######## rv_uart_tx ########
File: config.mk
export PLATFORM = sky130hd
export DESIGN_NAME = rv_uart_tx
export DESIGN_NICKNAME = d
export VERILOG_FILES = /design/src/rtl/uart_pkg.sv /design/src/rtl/uart_baud_tick.sv /design/src/rtl/rv_uart_tx.sv
export SDC_FILE = /design/constraint.sdc
export NUM_CORES = 1
export LEC_CHECK = 0
export CORE_AREA = 5 5 50 63
export CTS_CLUSTER_SIZE = 25
export DETAILED_ROUTE_END_ITERATION = 6
export DIE_AREA = 0 0 55 68
export GPL_TIMING_DRIVEN = 0
export PLACE_DENSITY = 0.73
export SLEW_MARGIN = 20
export SYNTH_ARGS = -nofsm -noshare
export SYNTH_HDL_FRONTEND = slang
export SYNTH_SLANG_ARGS = --single-unit
File: constraint.sdc
create_clock -name clk -period 3.5 [get_ports clk]
set_clock_uncertainty 0.2 [all_clocks]
set_input_delay 0.875 -clock clk [delete_from_list [all_inputs] [get_ports clk]]
set_output_delay 0.875 -clock clk [all_outputs]
set_load 0.02 [all_outputs]
File: src/rtl/uart_pkg.sv
// Shared types and helpers for the UART blocks.
package uart_pkg;

  typedef enum logic [2:0] {
    IDLE   = 3'd0,
    START  = 3'd1,
    DATA   = 3'd2,
    PARITY = 3'd3,
    STOP   = 3'd4
  } uart_tx_state_t;

  localparam int PARITY_NONE = 0;
  localparam int PARITY_EVEN = 1;
  localparam int PARITY_ODD  = 2;

  function automatic int clks_per_bit(input int freq, input int baud);
    return freq / baud;
  endfunction

endpackage

File: src/rtl/uart_baud_tick.sv
// Bit-period timer: counts 0..CLKS_PER_BIT-1 and flags the last cycle of each bit.
module uart_baud_tick #(
  parameter int CLKS_PER_BIT = 10
) (
  input  logic clk,
  input  logic rst,
  input  logic clear,
  output logic tick
);

  localparam int CW = (CLKS_PER_BIT > 1) ? $clog2(CLKS_PER_BIT) : 1;
  localparam logic [CW-1:0] LAST = CW'(CLKS_PER_BIT - 1);

  logic [CW-1:0] cnt;

  always_ff @(posedge clk) begin
    if (rst || clear) begin
      cnt <= '0;
    end else if (cnt == LAST) begin
      cnt <= '0;
    end else begin
      cnt <= cnt + 1'b1;
    end
  end

  assign tick = (cnt == LAST);

endmodule

File: src/rtl/rv_uart_tx.sv
// UART transmitter draining a ready/valid byte stream onto a single idle-high line.
//
// state  | meaning
// IDLE   | line high, in_rdy asserted, waiting for a transfer
// START  | start bit (low) for one bit period
// DATA   | data bits, LSB first, one bit period each
// PARITY | parity bit (only when parity is enabled)
// STOP   | stop bit(s), line high
module rv_uart_tx
  import uart_pkg::*;
#(
  parameter int CLK_FREQ_HZ = 50_000_000,
  parameter int BAUD_RATE   = 115_200,
  parameter int DATA_WIDTH  = 8,
  parameter int PARITY_MODE = 0,
  parameter int STOP_BITS   = 1
) (
  input  logic                  clk,
  input  logic                  rst,
  input  logic [DATA_WIDTH-1:0] in_data,
  input  logic                  in_val,
  output logic                  in_rdy,
  output logic                  tx,
  output logic                  busy
);

  localparam int CLKS_PER_BIT = clks_per_bit(CLK_FREQ_HZ, BAUD_RATE);
  localparam int BW = 4;
  localparam logic [BW-1:0] LAST_BIT = BW'(DATA_WIDTH - 1);
  localparam logic LAST_STOP = 1'(STOP_BITS - 1);

  if (CLKS_PER_BIT < 2) begin : g_bad_baud
    $error("rv_uart_tx: CLKS_PER_BIT must be at least 2");
  end
  if (PARITY_MODE != PARITY_NONE && PARITY_MODE != PARITY_EVEN && PARITY_MODE != PARITY_ODD) begin : g_bad_parity
    $error("rv_uart_tx: illegal PARITY_MODE");
  end
  if (STOP_BITS < 1 || STOP_BITS > 2) begin : g_bad_stop
    $error("rv_uart_tx: STOP_BITS must be 1 or 2");
  end
  if (DATA_WIDTH < 5 || DATA_WIDTH > 9) begin : g_bad_width
    $error("rv_uart_tx: DATA_WIDTH must be 5..9");
  end

  uart_tx_state_t        state, state_d;
  logic [BW-1:0]         bit_cnt;
  logic                  stop_cnt;
  logic [DATA_WIDTH-1:0] shreg;
  logic                  par_bit;
  logic                  tx_q, tx_d;
  logic                  tick;
  logic                  xfer;

  uart_baud_tick #(
    .CLKS_PER_BIT(CLKS_PER_BIT)
  ) u_baud (
    .clk  (clk),
    .rst  (rst),
    .clear(state == IDLE),
    .tick (tick)
  );

  assign in_rdy = (state == IDLE) && !rst;
  assign xfer   = in_rdy && in_val;
  assign busy   = (state != IDLE);
  assign tx     = tx_q;

  always_comb begin
    state_d = state;
    tx_d    = 1'b1;
    case (state)
      IDLE: begin
        if (in_val) state_d = START;
      end
      START: begin
        tx_d = 1'b0;
        if (tick) state_d = DATA;
      end
      DATA: begin
        tx_d = shreg[0];
        if (tick && bit_cnt == LAST_BIT) begin
          state_d = (PARITY_MODE != PARITY_NONE) ? PARITY : STOP;
        end
      end
      PARITY: begin
        tx_d = par_bit;
        if (tick) state_d = STOP;
      end
      STOP: begin
        if (tick && stop_cnt == LAST_STOP) state_d = IDLE;
      end
      default: state_d = IDLE;
    endcase
  end

  // tx is registered from the current state, so the line lags state by one cycle
  always_ff @(posedge clk) begin
    if (rst) begin
      state    <= IDLE;
      bit_cnt  <= '0;
      stop_cnt <= 1'b0;
      tx_q     <= 1'b1;
    end else begin
      state <= state_d;
      tx_q  <= tx_d;
      if (state == DATA && tick) begin
        bit_cnt <= (bit_cnt == LAST_BIT) ? '0 : bit_cnt + 1'b1;
      end
      if (state == STOP && tick) begin
        stop_cnt <= (stop_cnt == LAST_STOP) ? 1'b0 : stop_cnt + 1'b1;
      end
    end
  end

  always_ff @(posedge clk) begin
    if (xfer) begin
      shreg   <= in_data;
      par_bit <= (PARITY_MODE == PARITY_ODD) ? ~(^in_data) : (^in_data);
    end else if (state == DATA && tick) begin
      shreg <= {1'b0, shreg[DATA_WIDTH-1:1]};
    end
  end

endmodule

######## cmp_sar_search ########
File: src/rtl/cmp_pkg.sv
// rtl/cmp_pkg.sv - shared width constant and SAR search state encoding
// Used by the magnitude comparator (cmp) and the SAR search block (cmp_sar_search).
package cmp_pkg;

    // Default operand width shared by the comparator and the search block.
    localparam int CMP_W = 8;

    // Search FSM state encoding.
    typedef logic [1:0] cmp_state_t;

    localparam cmp_state_t ST_IDLE = 2'd0;
    localparam cmp_state_t ST_CMP  = 2'd1;
    localparam cmp_state_t ST_DONE = 2'd2;

endpackage

File: src/rtl/cmp_sar_search.sv
// rtl/cmp_sar_search.sv - binary (SAR) search of a hidden target via an external comparator
// Ports:
//   clk, rst_n    : clock, asynchronous active-low reset
//   start         : begin a new search (accepted in IDLE or DONE only)
//   guess         : registered operand for the external comparator's a port
//   gt, lt, eq    : comparator flags for guess vs target
//   busy          : high while compares are in progress
//   done          : one-cycle pulse when a search ends
//   found, err    : search outcome, valid from done onward
//   result        : matching guess when found, else 0
//   steps         : number of compares performed
module cmp_sar_search
    import cmp_pkg::*;
#(
    parameter int WIDTH = CMP_W
) (
    input  logic             clk,
    input  logic             rst_n,
    input  logic             start,
    output logic [WIDTH-1:0] guess,
    input  logic             gt,
    input  logic             lt,
    input  logic             eq,
    output logic             busy,
    output logic             done,
    output logic             found,
    output logic             err,
    output logic [WIDTH-1:0] result,
    output logic [3:0]       steps
);

    localparam logic [WIDTH-1:0] ALL_ONES = {WIDTH{1'b1}};

    cmp_state_t       state_q,  state_d;
    logic [WIDTH-1:0] lo_q,     lo_d;
    logic [WIDTH-1:0] hi_q,     hi_d;
    logic [WIDTH-1:0] guess_q,  guess_d;
    logic [WIDTH-1:0] result_q, result_d;
    logic [3:0]       steps_q,  steps_d;
    logic             found_q,  found_d;
    logic             err_q,    err_d;
    logic             done_q,   done_d;

    // Midpoint evaluated one bit wider so lo+hi never overflows.
    function automatic logic [WIDTH-1:0] midpoint(input logic [WIDTH-1:0] l,
                                                  input logic [WIDTH-1:0] h);
        logic [WIDTH:0] sum;
        sum = {1'b0, l} + {1'b0, h};
        return sum[WIDTH:1];
    endfunction

    logic             one_hot;
    logic [WIDTH-1:0] lo_nxt;
    logic [WIDTH-1:0] hi_nxt;

    assign one_hot = ({gt, lt, eq} == 3'b100) ||
                     ({gt, lt, eq} == 3'b010) ||
                     ({gt, lt, eq} == 3'b001);

    always_comb begin
        state_d  = state_q;
        lo_d     = lo_q;
        hi_d     = hi_q;
        guess_d  = guess_q;
        result_d = result_q;
        steps_d  = steps_q;
        found_d  = found_q;
        err_d    = err_q;
        done_d   = 1'b0;
        lo_nxt   = guess_q + 1'b1;
        hi_nxt   = guess_q - 1'b1;

        case (state_q)
            ST_IDLE, ST_DONE: begin
                if (start) begin
                    lo_d     = '0;
                    hi_d     = ALL_ONES;
                    guess_d  = midpoint('0, ALL_ONES);
                    steps_d  = '0;
                    found_d  = 1'b0;
                    err_d    = 1'b0;
                    result_d = '0;
                    state_d  = ST_CMP;
                end
            end
            ST_CMP: begin
                // Saturate so the count can never wrap.
                steps_d = (steps_q == 4'hF) ? steps_q : steps_q + 4'd1;
                if (!one_hot) begin
                    err_d   = 1'b1;
                    found_d = 1'b0;
                    done_d  = 1'b1;
                    state_d = ST_DONE;
                end else if (eq) begin
                    result_d = guess_q;
                    found_d  = 1'b1;
                    done_d   = 1'b1;
                    state_d  = ST_DONE;
                end else if (gt) begin
                    // Guess too high: new upper bound below it; guess==0 has nowhere to go.
                    if (guess_q == '0 || lo_q > hi_nxt) begin
                        err_d   = 1'b1;
                        done_d  = 1'b1;
                        state_d = ST_DONE;
                    end else begin
                        hi_d    = hi_nxt;
                        guess_d = midpoint(lo_q, hi_nxt);
                    end
                end else begin
                    // Guess too low: new lower bound above it; all-ones has nowhere to go.
                    if (guess_q == ALL_ONES || lo_nxt > hi_q) begin
                        err_d   = 1'b1;
                        done_d  = 1'b1;
                        state_d = ST_DONE;
                    end else begin
                        lo_d    = lo_nxt;
                        guess_d = midpoint(lo_nxt, hi_q);
                    end
                end
            end
            default: state_d = ST_IDLE;
        endcase
    end

    always_ff @(posedge clk or negedge rst_n) begin
        if (!rst_n) begin
            state_q  <= ST_IDLE;
            lo_q     <= '0;
            hi_q     <= ALL_ONES;
            guess_q  <= '0;
            result_q <= '0;
            steps_q  <= '0;
            found_q  <= 1'b0;
            err_q    <= 1'b0;
            done_q   <= 1'b0;
        end else begin
            state_q  <= state_d;
            lo_q     <= lo_d;
            hi_q     <= hi_d;
            guess_q  <= guess_d;
            result_q <= result_d;
            steps_q  <= steps_d;
            found_q  <= found_d;
            err_q    <= err_d;
            done_q   <= done_d;
        end
    end

    assign guess  = guess_q;
    assign busy   = (state_q == ST_CMP);
    assign done   = done_q;
    assign found  = found_q;
    assign err    = err_q;
    assign result = result_q;
    assign steps  = steps_q;

endmodule

File: config.mk
export PLATFORM = sky130hd
export DESIGN_NAME = cmp_sar_search
export DESIGN_NICKNAME = d
export VERILOG_FILES = /design/src/rtl/cmp_pkg.sv /design/src/rtl/cmp_sar_search.sv
export SDC_FILE = /design/constraint.sdc
export NUM_CORES = 1
export LEC_CHECK = 0
export ABC_CLOCK_PERIOD_IN_PS = 9990
export CORE_MARGIN = 2
export CORE_UTILIZATION = 55
export CTS_CLUSTER_SIZE = 14
export DETAILED_ROUTE_END_ITERATION = 10
export GPL_TIMING_DRIVEN = 0
export PLACE_DENSITY_LB_ADDON = 0.05
export SYNTH_ARGS = -nofsm -noshare
export SYNTH_HDL_FRONTEND = slang
export SYNTH_SLANG_ARGS = --single-unit
File: constraint.sdc
create_clock -name clk -period 9.99 [get_ports clk]
set_input_delay 2.997 -clock clk [delete_from_list [all_inputs] [get_ports clk]]
set_output_delay 2.997 -clock clk [all_outputs]
set_load 0.005 [all_outputs]
rv_uart_tx/placed.png
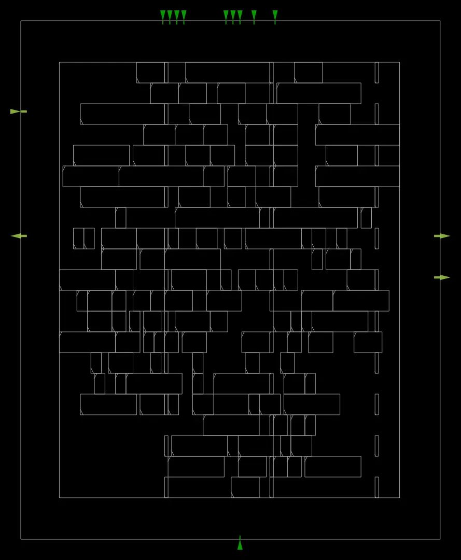
final core occ: 0.5533
Core Region: 2549 µm²
flop count: 26
Seq area share: 0.4330
row count: 21

==> impl_metrics.tcl, rv_uart_tx <==
# flow metrics
set metrics [dict create \
    outcome "finished, final reports clean" \
    cts_max_level 1 \
    hold_path_depth 2 \
    drcViolationCount 0 \
    avgSynthCellArea_um2 10.60 \
    pg_seq_mw 0.330 \
    wl_met3_um 57 \
    setup_violations 0 \
    combGateArea_um2 581.8 \
    synth_area_um2 1209 \
    rsz0062_at_grt "false" \
    hold_path_startpoint "bit_cnt[0]" \
    r2r-end "u_baud.cnt[8]" \
    endpoint_kind "primary output" \
    cp-endpoint "in_rdy" \
    comb-power_mw 0.0650 \
    fp_util 0.4742 \
    design_area_um2 1410 \
    comb_cells 83 \
]
rv_uart_tx: logic make-up after synthesis:
family / Yosys count
AOI/OAI and AO/OA: 10
xor gates and xnor gates: 14
adders and majority gates: 3
buffers and inverters: 5
DFF: 26
muxes: 8
and+or+nand+nor: 48
rv_uart_tx: state kept, by name, summed over array words and instances, names as in the netlist:
| register | cells |
|---|---|
| bit_cnt | 4 |
| par_bit | 1 |
| shreg | 8 |
| state | 3 |
| tx | 1 |
| u_baud.cnt | 9 |
rv_uart_tx: through the flow:
| step | worst slack (ns) | power, mW | hold slack [ns] |
|---|---|---|---|
| after floorplan | 1.182 | 0.3739 | 0.2412 |
| after global placement | 0.06686 | 0.4009 | 0.2644 |
| after detailed placement | 0.08130 | 0.4024 | 0.2841 |
| after CTS | 0.06763 | 0.5280 | 0.3015 |
| after global routing | 0.05585 | 0.5438 | 0.3360 |
| final | 0.1372 | 0.5199 | 0.2994 |
rv_uart_tx: tightest hold or removal path, delay by kind of cell, from the launching register on:
kind            cells  cell delay [ns]
simple gates        1             0.06
compound gates      1             0.05
flops               1             0.36
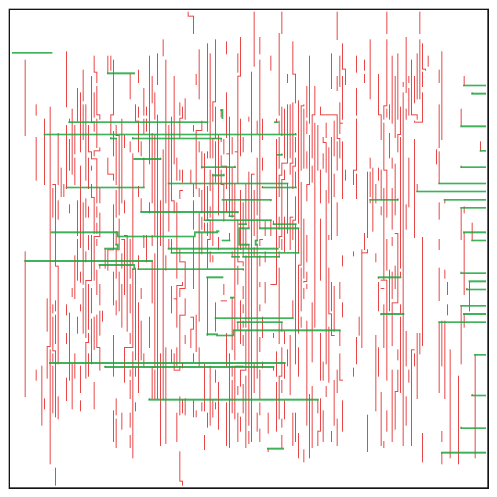
cmp_sar_search/layers.png
Drawn at 6 px/µm. Only two layers are drawn.
Red shows M2, wire length 3720 µm. Green shows M3, wire length 568 µm.
WL final: 7898 µm
WL per Instance: 17.63 µm

==> impl_metrics.tcl, cmp_sar_search <==
# flow metrics
set metrics [dict create \
    antenna_cells 0 \
    startpoint "gt" \
    hold_path_depth 1 \
    yosys_register_bits 41 \
    outcome "finished, final reports clean" \
    slew_violations 0 \
    post-synth-top-count-cell "ha_1" \
    place.gp.congestion 0.9139 \
    coreArea_um2 5507 \
    via_count 2679 \
    finalSetupTns_ns 0 \
    top_logic_kind "AND-OR/OR-AND gates" \
    pg_seq_mw 0.224 \
    min_path_type "reg -> reg" \
    synth.distinct_cells 60 \
    flops 41 \
    ant_nets 0 \
    hold_violations 0 \
    rows 27 \
    rsz0062_at_grt "false" \
    final_common_cell "ha_1" \
    timing.rr.start "guess[4]" \
    chipArea_um2 6331 \
    dieHeight_um 79.57 \
    ys_seq_frac 0.3299 \
    clock_area_frac 0.03641 \
    largestClassByArea "logic gates" \
    synthToLayoutAreaGrowth_pct 17.09 \
    cts_tree "built" \
    crit_required_ns 10.18 \
    ys_cells 338 \
    globalRouteOverflowTotal 0 \
    endpoint_kind "flip-flop" \
    worstMarginPinSlew_ns 0.8630 \
    cts_sinks 41 \
    yosys_warnings 0 \
    grt_antenna_before_repair 0 \
    p_sw_mw 0.4021 \
    clock_buffers 5 \
]
cmp_sar_search: metal layers:
metal,vias up,share of wire,GRT usage
li1,1281,-,-
met1,1274,0.44,0.3602
met2,106,0.47,0.4546
met3,18,0.072,0.04186
met4,0,0.022,0.07931
met5,-,0,0
cmp_sar_search: worst max-delay path: stages:
cell	delay (ns)
clkdlybuf4s50_1	0.60
xnor2_1	0.13
nor3_1	0.31
clkbuf_1	0.48
o22ai_1	0.41
a32o_1	0.32
cmp_sar_search: per-stage QoR:
stage / total power [mW] / hold slack [ns] / utilization / instance area, µm²
global route: 1.022 / 0.5298 / 0.6678 / 3677
finish: 0.9505 / 0.5181 / 0.6678 / 3677
floorplan: 0.6209 / 0.4814 / - / 3141
detailed placement: 0.7823 / 0.5088 / 0.6435 / 3543
CTS: 0.9448 / 0.5201 / 0.6678 / 3677
global placement: 0.7720 / 0.5013 / 0.6394 / 3521
cmp_sar_search: flip-flops by register name, indices dropped and copies added, names as in the netlist:
name	flops
done	1
state_q	2
hi_q	8
steps	4
lo_q	8
found	1
result	8
guess	8
err	1

==> layout pictures side by side <==
Drive-strength map.
Drawn at 6 px/µm.
shot_01.png
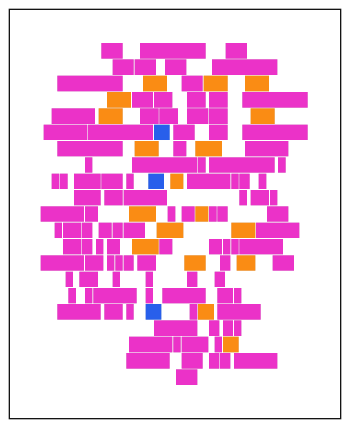
shot_02.png
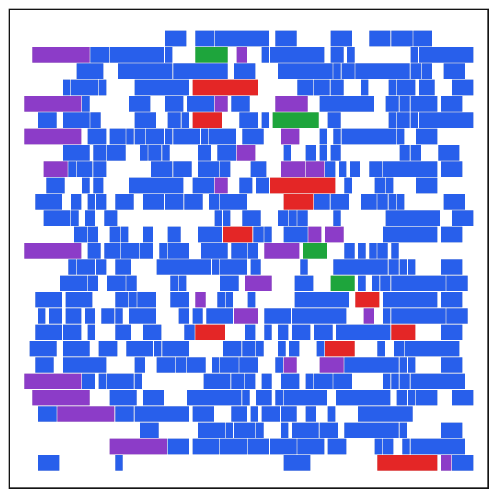
cmp_sar_search -> shot_02.png
rv_uart_tx -> shot_01.png



==> notes/layouts.md <==
Pictures saved along the way, in no particular order.

Wires at chosen ports, followed through buffers.
picture 1
Drawn at 4 px/µm.
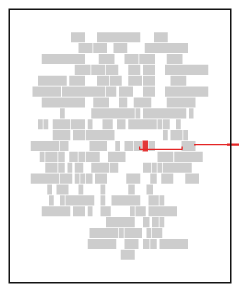
picture 2
Drawn at 3 px/µm.
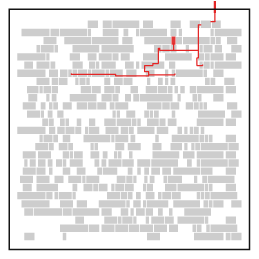
Of these, largest die: picture 2
Of these, most cells: picture 2
cmp_sar_search: picture 2
rv_uart_tx: picture 1

Key to picture 1:
Red shows busy, bits 1, direction output, end cells 1, wire 20.6 µm.

No activity file was given, so power comes from the tool's default toggle rates.
